# block 1

Fig. 1: block 1, floorplan with the power grid
Scale: 1.5 px per micron. Pins as bars on the die edge.
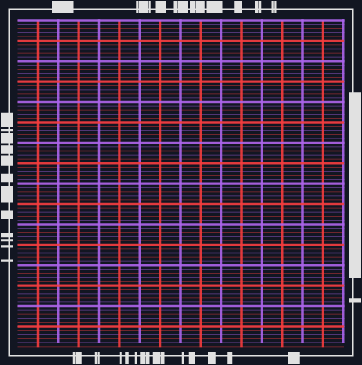

--- src/rtl/matrix_input_parser_if.sv ---
// Byte-stream and storage-write bundle between UART RX, the matrix input parser and storage.
interface matrix_input_parser_if #(
  parameter int DATA_WIDTH = 9
);
  logic                     i_enable;
  logic [7:0]               i_rx_data;
  logic                     i_rx_valid;
  logic                     o_busy;
  logic                     o_wr_en;
  logic [2:0]               o_wr_row;
  logic [2:0]               o_wr_col;
  logic [25*DATA_WIDTH-1:0] o_wr_data;
  logic                     o_done;
  logic                     o_err;
  logic [1:0]               o_err_code;

  modport master (
    output i_enable, i_rx_data, i_rx_valid,
    input  o_busy, o_wr_en, o_wr_row, o_wr_col, o_wr_data, o_done, o_err, o_err_code
  );

  modport slave (
    input  i_enable, i_rx_data, i_rx_valid,
    output o_busy, o_wr_en, o_wr_row, o_wr_col, o_wr_data, o_done, o_err, o_err_code
  );
endinterface

--- src/rtl/matrix_input_parser.sv ---
// ASCII "R C e0 .. e(R*C-1)" parser feeding one flattened write into matrix storage.
// Optional MATRIX_PARSER_CLAMP_EN: oversized elements clamp to ELEM_MAX instead of erroring.
module matrix_input_parser #(
  parameter int DATA_WIDTH = 9,
  parameter int MAX_DIM    = 5,
  parameter int ELEM_MAX   = 511
) (
  input  logic                 clk,
  input  logic                 rst_n,
  matrix_input_parser_if.slave bus
);
  localparam int                    SLOTS     = 25;
  localparam logic [15:0]           LP_EMAX   = 16'(ELEM_MAX);
  localparam logic [11:0]           LP_SAT    = 12'(ELEM_MAX + 1);
  localparam logic [11:0]           LP_DIMMAX = 12'(MAX_DIM);
  localparam logic [DATA_WIDTH-1:0] LP_CLAMP  = DATA_WIDTH'(ELEM_MAX);

  typedef enum logic [2:0] {S_IDLE, S_ROW, S_COL, S_ELEM, S_WRITE, S_FLUSH} state_t;

  state_t                        r_state;
  logic [11:0]                   r_acc;
  logic                          r_ovf;
  logic                          r_tok;
  logic [2:0]                    r_rows;
  logic [2:0]                    r_cols;
  logic [4:0]                    r_idx;
  logic                          r_busy;
  logic                          r_wr_en;
  logic                          r_done;
  logic                          r_err;
  logic [1:0]                    r_err_code;
  logic [2:0]                    r_wr_row;
  logic [2:0]                    r_wr_col;
  logic [SLOTS*DATA_WIDTH-1:0]   r_wr_data;

  logic                  w_is_digit;
  logic                  w_is_sep;
  logic                  w_is_lf;
  logic [15:0]           w_acc_mul;
  logic [11:0]           w_acc_step;
  logic                  w_ovf_step;
  logic                  w_dim_ok;
  logic                  w_elem_ok;
  logic [DATA_WIDTH-1:0] w_elem_val;
  logic [5:0]            w_total;
  logic [4:0]            w_idx_next;
  logic                  w_last;
  state_t                w_fail_state;
  logic                  w_fail_busy;

  // Byte classification, saturating token arithmetic and commit qualifiers
  always_comb begin
    w_is_digit = (bus.i_rx_data >= 8'h30) && (bus.i_rx_data <= 8'h39);
    w_is_lf    = (bus.i_rx_data == 8'h0A);
    w_is_sep   = w_is_lf || (bus.i_rx_data == 8'h20) || (bus.i_rx_data == 8'h0D);
    w_acc_mul  = ({4'd0, r_acc} * 16'd10) + {12'd0, bus.i_rx_data[3:0]};
    if (w_acc_mul > LP_EMAX) begin
      w_acc_step = LP_SAT;
      w_ovf_step = 1'b1;
    end else begin
      w_acc_step = w_acc_mul[11:0];
      w_ovf_step = r_ovf;
    end
    w_dim_ok = !r_ovf && (r_acc != 12'd0) && (r_acc <= LP_DIMMAX);
`ifdef MATRIX_PARSER_CLAMP_EN
    w_elem_ok  = 1'b1;
    w_elem_val = r_ovf ? LP_CLAMP : r_acc[DATA_WIDTH-1:0];
`else
    w_elem_ok  = !r_ovf;
    w_elem_val = r_acc[DATA_WIDTH-1:0];
`endif
    w_total    = {3'd0, r_rows} * {3'd0, r_cols};
    w_idx_next = r_idx + 5'd1;
    w_last     = ({1'b0, w_idx_next} == w_total);
    // An error raised by the LF itself already ends the line, so there is nothing to flush.
    if (w_is_lf) begin
      w_fail_state = S_IDLE;
      w_fail_busy  = 1'b0;
    end else begin
      w_fail_state = S_FLUSH;
      w_fail_busy  = r_busy;
    end
  end

  // Parser FSM with registered outputs
  always_ff @(posedge clk or negedge rst_n) begin
    if (!rst_n) begin
      r_state    <= S_IDLE;
      r_acc      <= 12'd0;
      r_ovf      <= 1'b0;
      r_tok      <= 1'b0;
      r_rows     <= 3'd0;
      r_cols     <= 3'd0;
      r_idx      <= 5'd0;
      r_busy     <= 1'b0;
      r_wr_en    <= 1'b0;
      r_done     <= 1'b0;
      r_err      <= 1'b0;
      r_err_code <= 2'd0;
      r_wr_row   <= 3'd0;
      r_wr_col   <= 3'd0;
      r_wr_data  <= '0;
    end else begin
      r_wr_en <= 1'b0;
      r_done  <= 1'b0;
      r_err   <= 1'b0;
      if (!bus.i_enable) begin
        r_state <= S_IDLE;
        r_busy  <= 1'b0;
        r_acc   <= 12'd0;
        r_ovf   <= 1'b0;
        r_tok   <= 1'b0;
      end else begin
        case (r_state)
          S_IDLE: begin
            if (bus.i_rx_valid) begin
              if (w_is_digit) begin
                r_acc   <= {8'd0, bus.i_rx_data[3:0]};
                r_ovf   <= 1'b0;
                r_tok   <= 1'b1;
                r_busy  <= 1'b1;
                r_state <= S_ROW;
              end else if (!w_is_sep) begin
                r_err      <= 1'b1;
                r_err_code <= 2'd3;
                r_state    <= S_FLUSH;
              end
            end
          end
          S_ROW, S_COL, S_ELEM: begin
            if (bus.i_rx_valid) begin
              if (w_is_digit) begin
                r_acc <= w_acc_step;
                r_ovf <= w_ovf_step;
                r_tok <= 1'b1;
              end else if (w_is_sep) begin
                if (r_tok) begin
                  r_acc <= 12'd0;
                  r_ovf <= 1'b0;
                  r_tok <= 1'b0;
                  case (r_state)
                    S_ROW: begin
                      if (w_dim_ok) begin
                        r_rows  <= r_acc[2:0];
                        r_state <= S_COL;
                      end else begin
                        r_err      <= 1'b1;
                        r_err_code <= 2'd1;
                        r_state    <= w_fail_state;
                        r_busy     <= w_fail_busy;
                      end
                    end
                    S_COL: begin
                      if (w_dim_ok) begin
                        r_cols    <= r_acc[2:0];
                        r_idx     <= 5'd0;
                        r_wr_data <= '0;
                        r_state   <= S_ELEM;
                      end else begin
                        r_err      <= 1'b1;
                        r_err_code <= 2'd1;
                        r_state    <= w_fail_state;
                        r_busy     <= w_fail_busy;
                      end
                    end
                    default: begin
                      if (!w_elem_ok) begin
                        r_err      <= 1'b1;
                        r_err_code <= 2'd2;
                        r_state    <= w_fail_state;
                        r_busy     <= w_fail_busy;
                      end else begin
                        r_wr_data[int'(r_idx)*DATA_WIDTH +: DATA_WIDTH] <= w_elem_val;
                        r_idx <= w_idx_next;
                        if (w_last) begin
                          r_state  <= S_WRITE;
                          r_wr_en  <= 1'b1;
                          r_done   <= 1'b1;
                          r_wr_row <= r_rows;
                          r_wr_col <= r_cols;
                        end
                      end
                    end
                  endcase
                end
              end else begin
                r_err      <= 1'b1;
                r_err_code <= 2'd3;
                r_state    <= S_FLUSH;
              end
            end
          end
          S_WRITE: begin
            r_state <= S_IDLE;
            r_busy  <= 1'b0;
          end
          S_FLUSH: begin
            if (bus.i_rx_valid && w_is_lf) begin
              r_state <= S_IDLE;
              r_busy  <= 1'b0;
            end
          end
          default: begin
            r_state <= S_IDLE;
            r_busy  <= 1'b0;
          end
        endcase
      end
    end
  end

  assign bus.o_busy     = r_busy;
  assign bus.o_wr_en    = r_wr_en;
  assign bus.o_wr_row   = r_wr_row;
  assign bus.o_wr_col   = r_wr_col;
  assign bus.o_wr_data  = r_wr_data;
  assign bus.o_done     = r_done;
  assign bus.o_err      = r_err;
  assign bus.o_err_code = r_err_code;
endmodule

--- src/flat_wrapper.sv ---
// flat-port wrapper written by rule: the top's interface ports become plain ports
module matrix_input_parser_flat 
#(
  parameter int DATA_WIDTH = 9,
  parameter int MAX_DIM    = 5,
  parameter int ELEM_MAX   = 511
)
  (clk, rst_n, bus_i_enable, bus_i_rx_data, bus_i_rx_valid, bus_o_busy, bus_o_wr_en, bus_o_wr_row, bus_o_wr_col, bus_o_wr_data, bus_o_done, bus_o_err, bus_o_err_code);
  matrix_input_parser_if #(.DATA_WIDTH(DATA_WIDTH)) bus_i ();
  input  logic clk;
  input  logic rst_n;
  input wire logic [$bits(bus_i.i_enable)-1:0] bus_i_enable;
  input wire logic [$bits(bus_i.i_rx_data)-1:0] bus_i_rx_data;
  input wire logic [$bits(bus_i.i_rx_valid)-1:0] bus_i_rx_valid;
  output wire logic [$bits(bus_i.o_busy)-1:0] bus_o_busy;
  output wire logic [$bits(bus_i.o_wr_en)-1:0] bus_o_wr_en;
  output wire logic [$bits(bus_i.o_wr_row)-1:0] bus_o_wr_row;
  output wire logic [$bits(bus_i.o_wr_col)-1:0] bus_o_wr_col;
  output wire logic [$bits(bus_i.o_wr_data)-1:0] bus_o_wr_data;
  output wire logic [$bits(bus_i.o_done)-1:0] bus_o_done;
  output wire logic [$bits(bus_i.o_err)-1:0] bus_o_err;
  output wire logic [$bits(bus_i.o_err_code)-1:0] bus_o_err_code;
  assign bus_i.i_enable = bus_i_enable;
  assign bus_i.i_rx_data = bus_i_rx_data;
  assign bus_i.i_rx_valid = bus_i_rx_valid;
  assign bus_o_busy = bus_i.o_busy;
  assign bus_o_wr_en = bus_i.o_wr_en;
  assign bus_o_wr_row = bus_i.o_wr_row;
  assign bus_o_wr_col = bus_i.o_wr_col;
  assign bus_o_wr_data = bus_i.o_wr_data;
  assign bus_o_done = bus_i.o_done;
  assign bus_o_err = bus_i.o_err;
  assign bus_o_err_code = bus_i.o_err_code;
  matrix_input_parser #(.DATA_WIDTH(DATA_WIDTH), .MAX_DIM(MAX_DIM), .ELEM_MAX(ELEM_MAX)) u_core (.clk(clk), .rst_n(rst_n), .bus(bus_i));
endmodule
--- config.mk ---
export PLATFORM = sky130hd
export DESIGN_NAME = matrix_input_parser_flat
export DESIGN_NICKNAME = d
export VERILOG_FILES = /design/src/rtl/matrix_input_parser_if.sv /design/src/rtl/matrix_input_parser.sv /design/src/flat_wrapper.sv
export SDC_FILE = /design/constraint.sdc
export NUM_CORES = 1
export LEC_CHECK = 0
export ABC_AREA = 0
export ABC_CLOCK_PERIOD_IN_PS = 7500
export CAP_MARGIN = 20
export CORE_AREA = 5 5 223 225
export DETAILED_ROUTE_END_ITERATION = 8
export DIE_AREA = 0 0 228 230
export PLACE_DENSITY_LB_ADDON = 0.25
export SYNTH_ARGS = -nofsm -noshare
export SYNTH_HDL_FRONTEND = slang
export SYNTH_SLANG_ARGS = --single-unit
--- constraint.sdc ---
create_clock -name clk -period 7.5 [get_ports clk]
set_input_delay 2.25 -clock clk [delete_from_list [all_inputs] [get_ports clk]]
set_output_delay 2.25 -clock clk [all_outputs]
set_load 0.01 [all_outputs]
# block 2

$ cat src/rtl/srrc_coeff_ctrl.sv
// srrc_coeff_ctrl
// Coefficient load/swap controller for the parallel frequency-domain SRRC
// filter. Coefficient words are written one at a time into a shadow bank.
// The full shadow bank is copied into the active bank (H) only at a block
// boundary. The controller also drives the multiplier clear and delays block
// valid/last by the multiplier latency.
//
// Coefficient handshake: a word on coef_data transfers on a rising edge where
// coef_valid & coef_ready are both high. coef_valid may be asserted at any
// time. Words offered while coef_ready is low are not stored. coef_ready does
// not depend on coef_valid.

module srrc_coeff_ctrl #(
  parameter int N        = 16,
  parameter int MULT_LAT = 3
) (
  input  logic              clk,
  input  logic              reset,
  input  logic              coef_start,
  input  logic              coef_valid,
  input  logic [15:0]       coef_data,
  output logic              coef_ready,
  input  logic              blk_valid,
  input  logic              blk_last,
  output logic [16*N-1:0]   H,
  output logic              filt_sclr,
  output logic              y_valid,
  output logic              y_last,
  output logic              h_loaded,
  output logic              swap_done,
  output logic [15:0]       drop_cnt,
  output logic [1:0]        state_dbg
);

  localparam int CW = (N > 1) ? $clog2(N) : 1;

  typedef enum logic [1:0] {
    IDLE = 2'd0,
    LOAD = 2'd1,
    PEND = 2'd2
  } state_t;

  state_t               state, next_state;
  logic [CW-1:0]        cnt, next_cnt;
  logic [N-1:0][15:0]   shadow;
  logic [N-1:0][15:0]   active;
  logic                 accept;
  logic                 swap_cond;
  logic                 wr_en;
  logic [CW-1:0]        wr_slot;
  logic                 do_swap;
  logic [MULT_LAT-1:0]  vpipe;
  logic [MULT_LAT-1:0]  lpipe;
  logic                 v_in;
  logic                 l_in;

  assign accept    = coef_valid & coef_ready;
  // Swap only between frames or when no block is in the filter this cycle.
  assign swap_cond = ~blk_valid | blk_last;
  assign H         = active;
  assign state_dbg = state;

  // Only blocks that meet a loaded bank enter the output pipeline.
  assign v_in = blk_valid & h_loaded;
  assign l_in = blk_valid & h_loaded & blk_last;

  assign y_valid = vpipe[MULT_LAT-1];
  assign y_last  = lpipe[MULT_LAT-1];

  // Next-state, slot write and swap decode. coef_start overrides everything.
  always_comb begin
    next_state = state;
    next_cnt   = cnt;
    wr_en      = 1'b0;
    wr_slot    = cnt;
    do_swap    = 1'b0;
    if (coef_start) begin
      next_state = IDLE;
      next_cnt   = '0;
    end else begin
      case (state)
        IDLE: begin
          if (accept) begin
            wr_en   = 1'b1;
            wr_slot = '0;
            if (N == 1) begin
              next_state = PEND;
              next_cnt   = '0;
            end else begin
              next_state = LOAD;
              next_cnt   = CW'(1);
            end
          end
        end
        LOAD: begin
          if (accept) begin
            wr_en = 1'b1;
            if (cnt == CW'(N - 1)) begin
              next_state = PEND;
              next_cnt   = '0;
            end else begin
              next_cnt = cnt + CW'(1);
            end
          end
        end
        PEND: begin
          if (swap_cond) begin
            do_swap    = 1'b1;
            next_state = IDLE;
          end
        end
        default: begin
          next_state = IDLE;
          next_cnt   = '0;
        end
      endcase
    end
  end

  // State, word counter and registered ready (low only while a swap is pending).
  always_ff @(posedge clk or negedge reset) begin
    if (!reset) begin
      state      <= IDLE;
      cnt        <= '0;
      coef_ready <= 1'b0;
    end else begin
      state      <= next_state;
      cnt        <= next_cnt;
      coef_ready <= (next_state != PEND);
    end
  end

  // Shadow bank: written one slot per accepted word.
  always_ff @(posedge clk or negedge reset) begin
    if (!reset) begin
      shadow <= '0;
    end else if (wr_en) begin
      shadow[wr_slot] <= coef_data;
    end
  end

  // Active bank, loaded flag and one-cycle swap pulse.
  always_ff @(posedge clk or negedge reset) begin
    if (!reset) begin
      active    <= '0;
      h_loaded  <= 1'b0;
      swap_done <= 1'b0;
    end else begin
      swap_done <= do_swap;
      if (do_swap) begin
        active   <= shadow;
        h_loaded <= 1'b1;
      end
    end
  end

  // Multiplier clear follows the loaded flag one cycle late.
  always_ff @(posedge clk or negedge reset) begin
    if (!reset) begin
      filt_sclr <= 1'b1;
    end else begin
      filt_sclr <= ~h_loaded;
    end
  end

  // Valid/last delay line matching the multiplier latency.
  always_ff @(posedge clk or negedge reset) begin
    if (!reset) begin
      vpipe <= '0;
      lpipe <= '0;
    end else begin
      vpipe[0] <= v_in;
      lpipe[0] <= l_in;
      for (int i = 1; i < MULT_LAT; i++) begin
        vpipe[i] <= vpipe[i-1];
        lpipe[i] <= lpipe[i-1];
      end
    end
  end

  // Saturating count of blocks that arrived before any bank was active.
  always_ff @(posedge clk or negedge reset) begin
    if (!reset) begin
      drop_cnt <= '0;
    end else if (blk_valid && !h_loaded && (drop_cnt != 16'hFFFF)) begin
      drop_cnt <= drop_cnt + 16'd1;
    end
  end

endmodule

$ cat config.mk
export PLATFORM = sky130hd
export DESIGN_NAME = srrc_coeff_ctrl
export DESIGN_NICKNAME = d
export VERILOG_FILES = /design/src/rtl/srrc_coeff_ctrl.sv
export SDC_FILE = /design/constraint.sdc
export NUM_CORES = 1
export LEC_CHECK = 0
export CORE_MARGIN = 2
export CORE_UTILIZATION = 40
export DETAILED_ROUTE_END_ITERATION = 8
export HOLD_SLACK_MARGIN = 0.12
export REMOVE_ABC_BUFFERS = 1
export SKIP_LAST_GASP = 1
export SYNTH_ARGS = -nofsm -noshare
export SYNTH_HDL_FRONTEND = slang
export SYNTH_SLANG_ARGS = --single-unit
$ cat constraint.sdc
create_clock -name clk -period 3.1 [get_ports clk]
set_input_delay 0.62 -clock clk [delete_from_list [all_inputs] [get_ports clk]]
set_output_delay 0.62 -clock clk [all_outputs]
set_load 0.01 [all_outputs]
# block 3

`config.mk`:
```
export PLATFORM = sky130hd
export DESIGN_NAME = ucie_stack_demultiplexer
export DESIGN_NICKNAME = d
export VERILOG_FILES = /design/src/rtl/ucie_stack_demultiplexer.sv
export SDC_FILE = /design/constraint.sdc
export NUM_CORES = 1
export LEC_CHECK = 0
export CAP_MARGIN = 10
export CORE_MARGIN = 2
export CORE_UTILIZATION = 49
export DETAILED_ROUTE_END_ITERATION = 10
export DONT_BUFFER_PORTS = 1
export PLACE_DENSITY = 0.67
export SLEW_MARGIN = 5
export SYNTH_ARGS = -nofsm -noshare
export SYNTH_HDL_FRONTEND = slang
export SYNTH_SLANG_ARGS = --single-unit
```
`constraint.sdc`:
```
create_clock -name clk -period 4.16 [get_ports clk]
set_input_delay 0.416 -clock clk [delete_from_list [all_inputs] [get_ports clk]]
set_output_delay 0.416 -clock clk [all_outputs]
set_load 0.01 [all_outputs]
```
`src/rtl/ucie_stack_demultiplexer.sv`:
```
// Steers inbound D2D flits into one small FIFO per protocol stack, with per-stack credits and drop accounting.
// Latency 1 cycle push-to-head; d2d_rx_ready drops only when the addressed, enabled stack's FIFO is full.
package ucie_pkg;
    localparam int FLIT_WIDTH = 64;
endpackage

module ucie_stack_demultiplexer #(
    parameter int NUM_STACKS     = 4,
    parameter int STACK_ID_WIDTH = 4,
    parameter int FIFO_DEPTH     = 4
) (
    input  logic                                              clk,
    input  logic                                              rst,
    input  logic [ucie_pkg::FLIT_WIDTH-1:0]                   d2d_rx_flit,
    input  logic                                              d2d_rx_valid,
    output logic                                              d2d_rx_ready,
    input  logic [STACK_ID_WIDTH-1:0]                         d2d_rx_stack_id,
    output logic [NUM_STACKS-1:0][ucie_pkg::FLIT_WIDTH-1:0]   proto_rx_flit,
    output logic [NUM_STACKS-1:0]                             proto_rx_valid,
    input  logic [NUM_STACKS-1:0]                             proto_rx_ready,
    input  logic [NUM_STACKS-1:0]                             stack_enable,
    output logic [NUM_STACKS-1:0][7:0]                        fc_credits,
    input  logic                                              err_clear,
    output logic [15:0]                                       drop_count,
    output logic                                              rx_error,
    output logic [15:0]                                       demux_status
);
    localparam int PW = $clog2(FIFO_DEPTH);
    localparam int CW = PW + 1;
    localparam int FW = ucie_pkg::FLIT_WIDTH;

    logic [FW-1:0] mem_q [NUM_STACKS][FIFO_DEPTH];
    logic [PW-1:0] wr_ptr_q [NUM_STACKS];
    logic [PW-1:0] wr_ptr_d [NUM_STACKS];
    logic [PW-1:0] rd_ptr_q [NUM_STACKS];
    logic [PW-1:0] rd_ptr_d [NUM_STACKS];
    logic [CW-1:0] count_q  [NUM_STACKS];
    logic [CW-1:0] count_d  [NUM_STACKS];
    logic [15:0]   drop_count_q, drop_count_d;
    logic          rx_error_q, rx_error_d;

    logic [NUM_STACKS-1:0] hit, full, push, pop;
    logic                  routable, sel_full, drop;

    // hit is one-hot or empty; an out-of-range id simply hits nothing.
    always_comb begin
        for (int i = 0; i < NUM_STACKS; i++) begin
            hit[i]  = (32'(d2d_rx_stack_id) == 32'(i));
            full[i] = (count_q[i] == CW'(FIFO_DEPTH));
        end
        routable     = |(hit & stack_enable);
        sel_full     = |(hit & full);
        d2d_rx_ready = !(d2d_rx_valid && routable && sel_full);
        push         = (d2d_rx_valid && !sel_full) ? (hit & stack_enable) : '0;
        drop         = d2d_rx_valid && !routable;
        pop          = proto_rx_valid & proto_rx_ready;
    end

    always_comb begin
        for (int i = 0; i < NUM_STACKS; i++) begin
            wr_ptr_d[i] = wr_ptr_q[i];
            rd_ptr_d[i] = rd_ptr_q[i];
            count_d[i]  = count_q[i];
            if (!stack_enable[i]) begin
                wr_ptr_d[i] = '0;
                rd_ptr_d[i] = '0;
                count_d[i]  = '0;
            end else begin
                if (push[i]) wr_ptr_d[i] = wr_ptr_q[i] + 1'b1;
                if (pop[i])  rd_ptr_d[i] = rd_ptr_q[i] + 1'b1;
                if (push[i] && !pop[i])      count_d[i] = count_q[i] + 1'b1;
                else if (!push[i] && pop[i]) count_d[i] = count_q[i] - 1'b1;
            end
        end
    end

    // A drop coincident with a clear leaves exactly that one drop recorded.
    always_comb begin
        drop_count_d = drop_count_q;
        rx_error_d   = rx_error_q;
        if (err_clear) begin
            drop_count_d = drop ? 16'd1 : 16'd0;
            rx_error_d   = drop;
        end else if (drop) begin
            if (drop_count_q != 16'hFFFF) drop_count_d = drop_count_q + 16'd1;
            rx_error_d = 1'b1;
        end
    end

    always_ff @(posedge clk or posedge rst) begin
        if (rst) begin
            for (int i = 0; i < NUM_STACKS; i++) begin
                wr_ptr_q[i] <= '0;
                rd_ptr_q[i] <= '0;
                count_q[i]  <= '0;
            end
            drop_count_q <= '0;
            rx_error_q   <= 1'b0;
        end else begin
            for (int i = 0; i < NUM_STACKS; i++) begin
                wr_ptr_q[i] <= wr_ptr_d[i];
                rd_ptr_q[i] <= rd_ptr_d[i];
                count_q[i]  <= count_d[i];
            end
            drop_count_q <= drop_count_d;
            rx_error_q   <= rx_error_d;
        end
    end

    always_ff @(posedge clk) begin
        for (int i = 0; i < NUM_STACKS; i++) begin
            if (push[i]) mem_q[i][wr_ptr_q[i]] <= d2d_rx_flit;
        end
    end

    always_comb begin
        for (int i = 0; i < NUM_STACKS; i++) begin
            proto_rx_flit[i]  = mem_q[i][rd_ptr_q[i]];
            proto_rx_valid[i] = (count_q[i] != '0);
            fc_credits[i]     = stack_enable[i] ? 8'(CW'(FIFO_DEPTH) - count_q[i]) : 8'd0;
        end
        drop_count   = drop_count_q;
        rx_error     = rx_error_q;
        demux_status = {rx_error_q, 7'b0, 8'(full)};
    end
endmodule

```
# block 4

**src/rtl/arbitro_registro.sv**
```systemverilog
// arbitro_registro: two-requester arbiter guarding one shared N-bit register.
// Ties go to the requester that was not most recently released, and a grant
// ends early on done, on a dropped request, or after MAXHOLD cycles.
module arbitro_registro #(
   parameter int N       = 8,
   parameter int MAXHOLD = 4
) (
   input  logic         clock,
   input  logic         reset_n,
   input  logic [1:0]   req,
   input  logic [1:0]   done,
   input  logic [N-1:0] d0,
   input  logic [N-1:0] d1,
   output logic [1:0]   grant,
   output logic         we,
   output logic [N-1:0] q,
   output logic         busy
);

   typedef enum logic [1:0] {
      IDLE = 2'd0,
      G0   = 2'd1,
      G1   = 2'd2
   } state_e;

   // Hold counter reaching this value means the current cycle is the last one
   // the grant may occupy.
   localparam logic [7:0] HOLD_LAST = 8'(MAXHOLD - 1);

   state_e         state_q, state_d;
   logic           last_q, last_d;
   logic [7:0]     hold_q, hold_d;
   logic [N-1:0]   q_q;
   logic           own;     // index of the granted requester
   logic           rel;     // current grant ends at this edge

   // Grant and busy are pure decodes of the state register.
   assign grant = {state_q == G1, state_q == G0};
   assign busy  = (state_q != IDLE);
   // Write enable follows the live request of the owner; forced low in reset.
   assign we    = reset_n & ((grant[0] & req[0]) | (grant[1] & req[1]));
   assign q     = q_q;

   // Next-state, priority pointer and hold counter.
   always_comb begin
      state_d = state_q;
      last_d  = last_q;
      hold_d  = hold_q;
      own     = (state_q == G1);
      rel     = 1'b0;
      case (state_q)
         IDLE: begin
            hold_d = '0;
            if (req == 2'b01)      state_d = G0;
            else if (req == 2'b10) state_d = G1;
            else if (req == 2'b11) state_d = last_q ? G0 : G1;
         end
         G0, G1: begin
            // The other requester's done is ignored while not granted.
            rel = done[own] | ~req[own] | (hold_q == HOLD_LAST);
            if (rel) begin
               last_d = own;
               hold_d = '0;
               if (req[~own]) state_d = own ? G0 : G1;
               else           state_d = IDLE;
            end else begin
               hold_d = hold_q + 8'd1;
            end
         end
         default: begin
            state_d = IDLE;
            hold_d  = '0;
         end
      endcase
   end

   // State, pointer, counter and shared register; reset beats any write.
   always_ff @(posedge clock) begin
      if (!reset_n) begin
         state_q <= IDLE;
         last_q  <= 1'b1;
         hold_q  <= '0;
         q_q     <= '0;
      end else begin
         state_q <= state_d;
         last_q  <= last_d;
         hold_q  <= hold_d;
         if (we) q_q <= grant[1] ? d1 : d0;
      end
   end

endmodule

```
**config.mk**
```make
export PLATFORM = sky130hd
export DESIGN_NAME = arbitro_registro
export DESIGN_NICKNAME = d
export VERILOG_FILES = /design/src/rtl/arbitro_registro.sv
export SDC_FILE = /design/constraint.sdc
export NUM_CORES = 1
export LEC_CHECK = 0
export ABC_AREA = 1
export CELL_PAD_IN_SITES_DETAIL_PLACEMENT = 1
export CELL_PAD_IN_SITES_GLOBAL_PLACEMENT = 1
export CORE_UTILIZATION = 26
export DETAILED_ROUTE_END_ITERATION = 8
export GPL_ROUTABILITY_DRIVEN = 1
export PLACE_DENSITY = 0.64
export SLEW_MARGIN = 20
export SYNTH_ARGS = -nofsm -noshare
export SYNTH_HDL_FRONTEND = slang
export SYNTH_SLANG_ARGS = --single-unit
export TNS_END_PERCENT = 30
```
**constraint.sdc**
```tcl
create_clock -name clock -period 1.6 [get_ports clock]
set_input_delay 0.4 -clock clock [delete_from_list [all_inputs] [get_ports clock]]
set_output_delay 0.4 -clock clock [all_outputs]
set_load 0.02 [all_outputs]
```
Fig. 2: block 4, clock nets
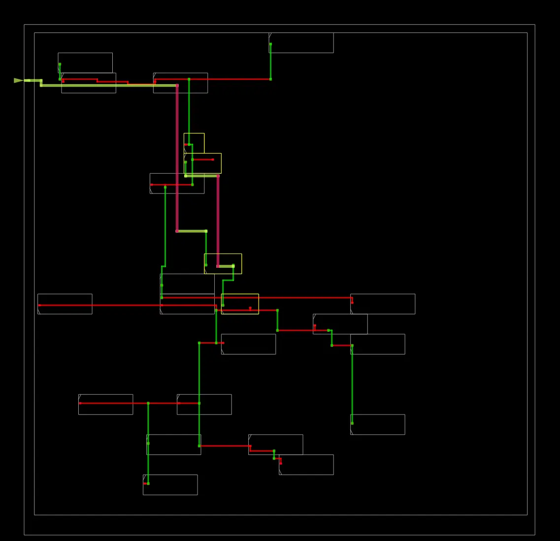
clk_buf instances: 3
number of buffers inserted during clock tree synthesis: 3
worst clock skew: 0.001854 ns

==> impl_results.html, block 4 <==
<!-- implementation run metrics -->
<table>
<tr><th>Metric</th><th>Value</th></tr>
<tr><th colspan="2">Detailed routing</th></tr>
<tr><td>Initial DRC count</td><td>17</td></tr>
<tr><td>ANT nets after route</td><td>0</td></tr>
<tr><td>DR WL met3</td><td>189 microns</td></tr>
<tr><td>Average wire per standard cell</td><td>roughly 13 microns</td></tr>
<tr><th colspan="2">Final timing</th></tr>
<tr><td>Post-route setup slack</td><td>-0.1126 ns</td></tr>
<tr><td>Final setup viols</td><td>13</td></tr>
<tr><td>Measured slew at the worst slew-check pin</td><td>0.2292 ns</td></tr>
<tr><td>Final period util</td><td>1.070</td></tr>
<tr><th colspan="2">Status</th></tr>
<tr><td>Outcome</td><td>complete, but fails checks</td></tr>
<tr><td>Failing checks</td><td>negative setup slack</td></tr>
<tr><th colspan="2">Synth</th></tr>
<tr><td>Number of storage elements in the synthesis netlist</td><td>19</td></tr>
<tr><td>Compound Share, Synth</td><td>0.1314</td></tr>
<tr><td>Tally of unique sky130hd cells used after synthesis</td><td>26</td></tr>
<tr><td>Prevailing logic family in the synthesized netlist</td><td>simple AND/OR/NAND/NOR gates</td></tr>
<tr><th colspan="2">Die</th></tr>
<tr><td>Fraction of the core area occupied by cells at floorplan</td><td>0.2690</td></tr>
<tr><th colspan="2">Worst setup path</th></tr>
<tr><td>Setup CP Type</td><td>flip-flop to primary output</td></tr>
<tr><td>Type of destination of the critical path</td><td>primary output</td></tr>
<tr><td>Capture point of the critical path</td><td>we</td></tr>
<tr><td>Endpoint of the lowest-slack register-to-register path</td><td>state_q[1]$_SDFFE_PN0P_</td></tr>
<tr><th colspan="2">Power</th></tr>
<tr><td>Share of total power in the clock network</td><td>0.130</td></tr>
<tr><td>VDD IR max</td><td>0.0005615 V</td></tr>
<tr><td>Gate power share</td><td>0.624</td></tr>
<tr><td>Leakage power figure</td><td>~0.79 nW</td></tr>
<tr><th colspan="2">Finish</th></tr>
<tr><td>Diodes inserted</td><td>0</td></tr>
<tr><th colspan="2">Flow run</th></tr>
<tr><td>Count of tool warnings</td><td>34</td></tr>
<tr><th colspan="2">Global routing</th></tr>
<tr><td>Number of global-route vias before repair</td><td>1188</td></tr>
</table>
==> block 4: layout make-up <==
type / count / area, sq um / area share
inverter: 18 / 72.57 / 0.03986
sequential: 19 / 387.9 / 0.2131
clock inverter: 1 / 7.507 / 0.004124
multi-input combinational: 101 / 775.7 / 0.4261
tap: 52 / 65.06 / 0.03574
timing repair buffer: 52 / 470.5 / 0.2584
clock buffer: 3 / 41.29 / 0.02268
==> block 4: sequential cells by signal, summed over array words and instances, names as in the netlist <==
register and cells:
last_q 1, q 8, hold_q 8, state_q 2
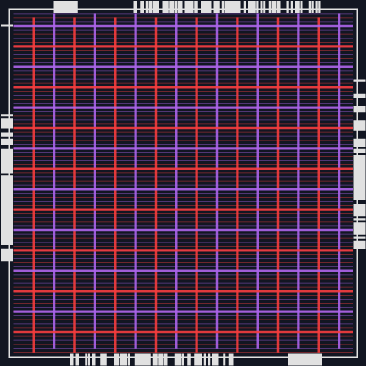
Fig. 3. Floorplan with the power grid (block 2).
Scale: 1.5 px per micron. Pins as bars on the die edge.
net	color
VSS	red
VDD	purple
rows	83
met1 rails	84
met4 straps	16
VDD IR max: 0.0005860 V
area of the placeable core: 51090 sq um
Die Y-Extent: 231.0 microns
die outline width: 231.0 microns

==> impl_results.html, block 2 <==
<!-- implementation run metrics -->
<table>
<tr><th>Metric</th><th>Value</th></tr>
<tr><th colspan="2">Detailed routing</th></tr>
<tr><td>DR WL met3</td><td>2890 microns</td></tr>
<tr><td>Routed WL</td><td>47470 microns</td></tr>
<tr><td>Drt via density</td><td>4.971</td></tr>
<tr><td>Remaining DRCs</td><td>0</td></tr>
<tr><td>Top layer reached by signal wires</td><td>met4</td></tr>
<tr><th colspan="2">Clock tree</th></tr>
<tr><td>Number of buffers inserted during clock tree synthesis</td><td>approximately 55</td></tr>
<tr><td>Number of H-tree levels</td><td>2</td></tr>
<tr><td>Number of setup buffers added after CTS</td><td>0</td></tr>
<tr><th colspan="2">Die</th></tr>
<tr><td>Fraction of the core area occupied by cells at floorplan</td><td>0.4034</td></tr>
<tr><td>Die Area</td><td>around 53000 sq um</td></tr>
<tr><td>Tap cells</td><td>680</td></tr>
<tr><th colspan="2">Synth</th></tr>
<tr><td>Synth top cells by count</td><td>sky130_fd_sc_hd__dfrtp_1 (543), sky130_fd_sc_hd__mux2_2 (513), sky130_fd_sc_hd__buf_2 (25)</td></tr>
<tr><td>Area leader share</td><td>0.6593</td></tr>
<tr><td>Tally of unique sky130hd cells used after synthesis</td><td>43</td></tr>
<tr><th colspan="2">Place</th></tr>
<tr><td>DP Area</td><td>24520 sq um</td></tr>
<tr><td>Quantity of I/O buffers inserted on ports</td><td>roughly 300</td></tr>
<tr><th colspan="2">Power</th></tr>
<tr><td>Gate power share</td><td>0.041</td></tr>
<tr><th colspan="2">Finish</th></tr>
<tr><td>Combinational gates</td><td>627</td></tr>
<tr><td>Sequential cell count</td><td>about 540</td></tr>
<tr><td>Final Instance Count excl. Fillers</td><td>2295</td></tr>
<tr><th colspan="2">Global routing</th></tr>
<tr><td>M2 GR Usage</td><td>0.3033</td></tr>
<tr><td>Congestion Overflow GR</td><td>0</td></tr>
<tr><th colspan="2">Hold path</th></tr>
<tr><td>Hold EP</td><td>vpipe[1]$_DFF_PN0_</td></tr>
<tr><th colspan="2">Worst setup path</th></tr>
<tr><td>Critical path, cell by cell</td><td>clkdlybuf4s50_1</td></tr>
<tr><td>Worst Reg2Reg Path Length in Cells</td><td>5</td></tr>
<tr><th colspan="2">Status</th></tr>
<tr><td>Outcome</td><td>completed</td></tr>
</table>
## block 2: cell families (layout without fill, tap and decap cells)
family | count (synthesis) | after routing | share of synthesized area
DFF | 544 | 544 | 0.6606
muxes | 513 | 513 | 0.2803
and+or+nand+nor | 82 | 82 | 0.02708
buffers and inverters | 72 | 444 | 0.01937
AOI/OAI and AO/OA | 15 | 15 | 0.005100
xor gates and xnor gates | 15 | 15 | 0.006374
adders and majority gates | 2 | 2 | 0.001214
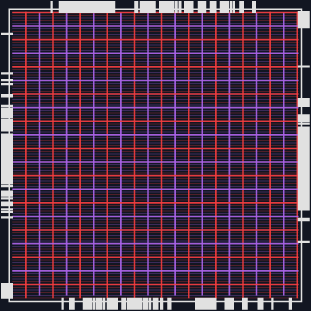
Fig. 4. Floorplan with the power grid (block 3).
Scale: 1 px per micron. Pins as bars on the die edge.
net	color
VSS	red
VDD	purple
met4 straps	21
rows	105
met1 rails	106
area of the placeable core: 81720 sq um
VDD IR max: 0.0004187 V

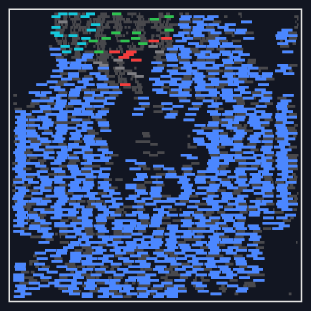
Fig. 5. Sequential cells colored by netlist name (block 3).
Scale: 1 px per micron.
signal	color	flops	where
count_q	green	12	north
rd_ptr_q	red	8	north
mem_q	blue	1024	widely spread
drop_count	cyan	16	north-west
not colored	9
area taken by flip-flops and latches: 31910 sq um
Layout Utilization: 0.5592

==> impl_results.html, block 3 <==
<!-- implementation run metrics -->
<table>
<tr><th>Metric</th><th>Value</th></tr>
<tr><th colspan="2">Status</th></tr>
<tr><td>Outcome</td><td>completed</td></tr>
<tr><th colspan="2">Die</th></tr>
<tr><td>Number of top-level design ports</td><td>406</td></tr>
<tr><td>Die outline width</td><td>between 200 and 300 microns</td></tr>
<tr><th colspan="2">Worst setup path</th></tr>
<tr><td>Levels on crit path</td><td>2</td></tr>
<tr><td>Cell type group with the largest total delay on the critical path</td><td>flip-flops</td></tr>
<tr><td>Data required time at the worst endpoint</td><td>3.74 ns</td></tr>
<tr><th colspan="2">Final timing</th></tr>
<tr><td>Worst clock skew</td><td>0.03650 ns</td></tr>
<tr><td>Final period util</td><td>0.7774</td></tr>
<tr><td>Final Hold Violating Endpoints</td><td>0</td></tr>
<tr><th colspan="2">Clock tree</th></tr>
<tr><td>Hold buffer count at CTS</td><td>70</td></tr>
<tr><td>Number of setup buffers added after CTS</td><td>0</td></tr>
<tr><th colspan="2">Synth</th></tr>
<tr><td>Synth mux share</td><td>0.1521</td></tr>
<tr><td>Count leader, synth</td><td>sky130_fd_sc_hd__edfxtp_1</td></tr>
<tr><td>Fa+ha+maj area frac</td><td>0.01099</td></tr>
<tr><th colspan="2">Global routing</th></tr>
<tr><td>Wire length of the first global-routing pass</td><td>between 100000 and 150000 microns</td></tr>
<tr><td>Congestion Overflow GR</td><td>0</td></tr>
<tr><th colspan="2">Place</th></tr>
<tr><td>DP Area</td><td>approximately 42000 sq um</td></tr>
<tr><th colspan="2">Detailed routing</th></tr>
<tr><td>Average wire per standard cell</td><td>29.19 microns</td></tr>
<tr><td>Metal2 WL</td><td>43000 microns</td></tr>
<tr><td>Detailed-routing iteration count for the pre-antenna-repair pass</td><td>5</td></tr>
<tr><td>DR WL met3</td><td>7251 microns</td></tr>
<tr><th colspan="2">Finish</th></tr>
<tr><td>Non-clock buffer count</td><td>101</td></tr>
<tr><th colspan="2">Power</th></tr>
<tr><td>Switching power as a share of total power</td><td>0.2370</td></tr>
<tr><th colspan="2">Hold path</th></tr>
<tr><td>Hold EP</td><td>drop_count[11]$_DFFE_PP0P_</td></tr>
<tr><td>Worst min-delay path category</td><td>input port to flip-flop</td></tr>
</table>
block 3: flip-flops by register name, summed over array words and instances (netlist names):
| register | cells |
|---|---|
| wr_ptr_q | 8 |
| drop_count | 16 |
| count_q | 12 |
| rd_ptr_q | 8 |
| rx_error | 1 |
| mem_q | 1024 |
block 3: power groups by stage:
stage	clock, mW	combinational [mW]	sequential [mW]
floorplan	0	1.95	12.1
global placement	0	2.31	12.4
detailed placement	0	2.33	12.4
CTS	9.21	2.55	12.2
global route	9.64	2.65	12.2
finish	8.99	2.49	12.2
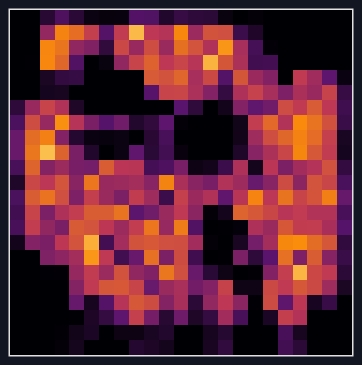
Fig. 6. Cell area per tile (block 1).
Scale: 1.5 px per micron. 23 x 23 tiles, from black (low) to pale yellow (high), 0 to 100% covered.
nearly empty tiles	25%
densest ninth of the die	east
emptiest ninth of the die	south-west
fullest tile	86%
tiles over 75% full	1.7%
Layout Utilization: 0.3347
area of the placeable core: 47350 sq um

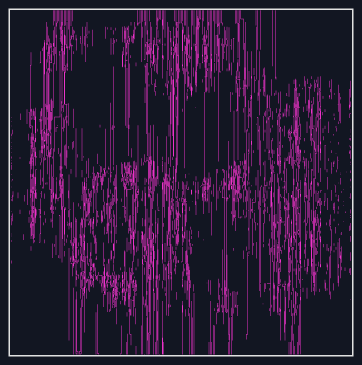
Fig. 7. The metal 2 layer (block 1).
Scale: 1.5 px per micron.
longest straight run	91.8 microns
main direction	vertical
Routed WL: 40790 microns
detailed-route via count: 9377
M2 GR Usage: 0.2528

Notes on Fig. 1 above:
net	color
VDD	purple
VSS	red
met5 straps	16
signal pins	249
Die Y-Extent: 230 microns
VDD IR max: 0.0001554 V

==> impl_results.html, block 1 <==
<!-- implementation run metrics -->
<table>
<tr><th>Metric</th><th>Value</th></tr>
<tr><th colspan="2">Power</th></tr>
<tr><td>Part of the total power dissipated in sequential elements</td><td>0.466</td></tr>
<tr><td>Switching power of the nets</td><td>~0.74 mW</td></tr>
<tr><td>Max power group</td><td>the clock network</td></tr>
<tr><th colspan="2">Final timing</th></tr>
<tr><td>Worst clock skew</td><td>0.01331 ns</td></tr>
<tr><th colspan="2">Synth</th></tr>
<tr><td>Prevailing logic family in the synthesized netlist</td><td>AND-OR/OR-AND gates</td></tr>
<tr><td>Yosys warns</td><td>0</td></tr>
<tr><td>Compound Share, Synth</td><td>0.1878</td></tr>
<tr><td>Simple-gate share of the synthesized area</td><td>0.1502</td></tr>
<tr><td>Number of flops mapped to enable cells by yosys</td><td>0</td></tr>
<tr><th colspan="2">Status</th></tr>
<tr><td>Outcome</td><td>completed</td></tr>
<tr><th colspan="2">Global routing</th></tr>
<tr><td>Number of antenna violations at the first check in global routing</td><td>0</td></tr>
<tr><th colspan="2">Worst setup path</th></tr>
<tr><td>Capture point of the critical path</td><td>u_core.bus.o_wr_data[117]$_DFFE_PN0P_</td></tr>
<tr><td>Data arrival time of the critical path</td><td>slightly below 6 ns</td></tr>
<tr><td>Largest fanout on the critical path</td><td>23</td></tr>
<tr><th colspan="2">Finish</th></tr>
<tr><td>Number of inverters outside the clock class in the layout</td><td>9</td></tr>
<tr><th colspan="2">Clock tree</th></tr>
<tr><td>CTS tree</td><td>done</td></tr>
<tr><th colspan="2">Hold path</th></tr>
<tr><td>Hold EP</td><td>u_core.bus.o_wr_data[206]$_DFFE_PN0P_</td></tr>
</table>
block 1: per-stage QoR:
stage | area, sq um | instances | util
4_1_cts | 15850 | 1956 | 0.3347
2_1_floorplan | 11710 | 1073 | -
3_3_place_gp | 14850 | 1902 | 0.3136
6_report | 15850 | 1956 | 0.3347
3_5_place_dp | 14850 | 1902 | 0.3136
5_1_grt | 15850 | 1956 | 0.3347
block 1: cells by family after synthesis:
group / after synthesis
and+or+nand+nor: 343
buffers and inverters: 55
xor gates and xnor gates: 22
AOI/OAI and AO/OA: 333
muxes: 20
adders and majority gates: 36
DFF: 264


==> layout pictures side by side <==
The metal 2 layer.
image #1
Scale: 6 px per micron.
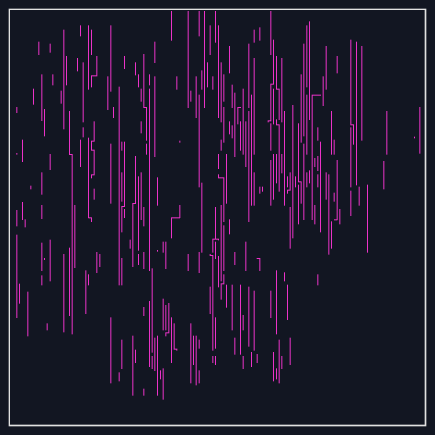
image #2
Scale: 1.5 px per micron.
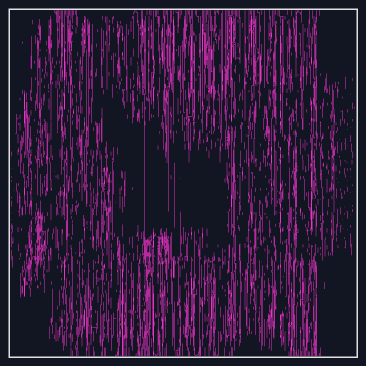
image #3
Scale: 1 px per micron.
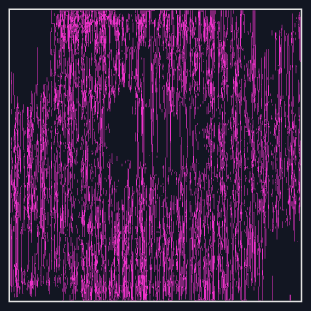
image #3 -> block 3
image #2 -> block 2
image #1 -> block 4
- largest die: image #3


==> notes/layouts.md <==
Pictures saved along the way, in no particular order.

Clock nets.
picture 1
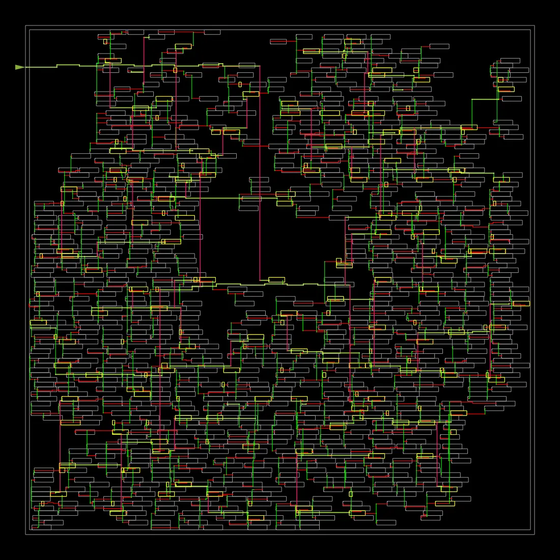
picture 2
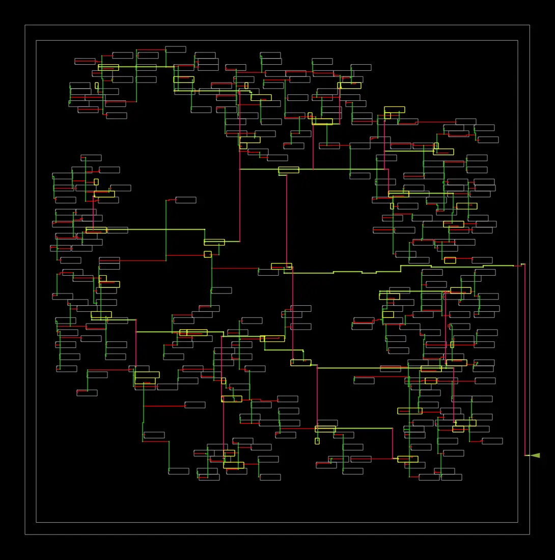
picture 3
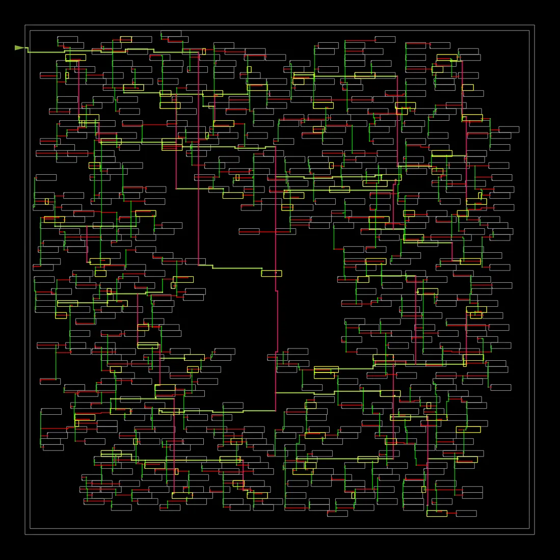
Of these, most sequential cells: picture 1
Of these, fewest sequential cells: picture 2
- picture 1 = block 3
- picture 2 = block 1
- picture 3 = block 2

Power is estimated from default activity; no workload was simulated.
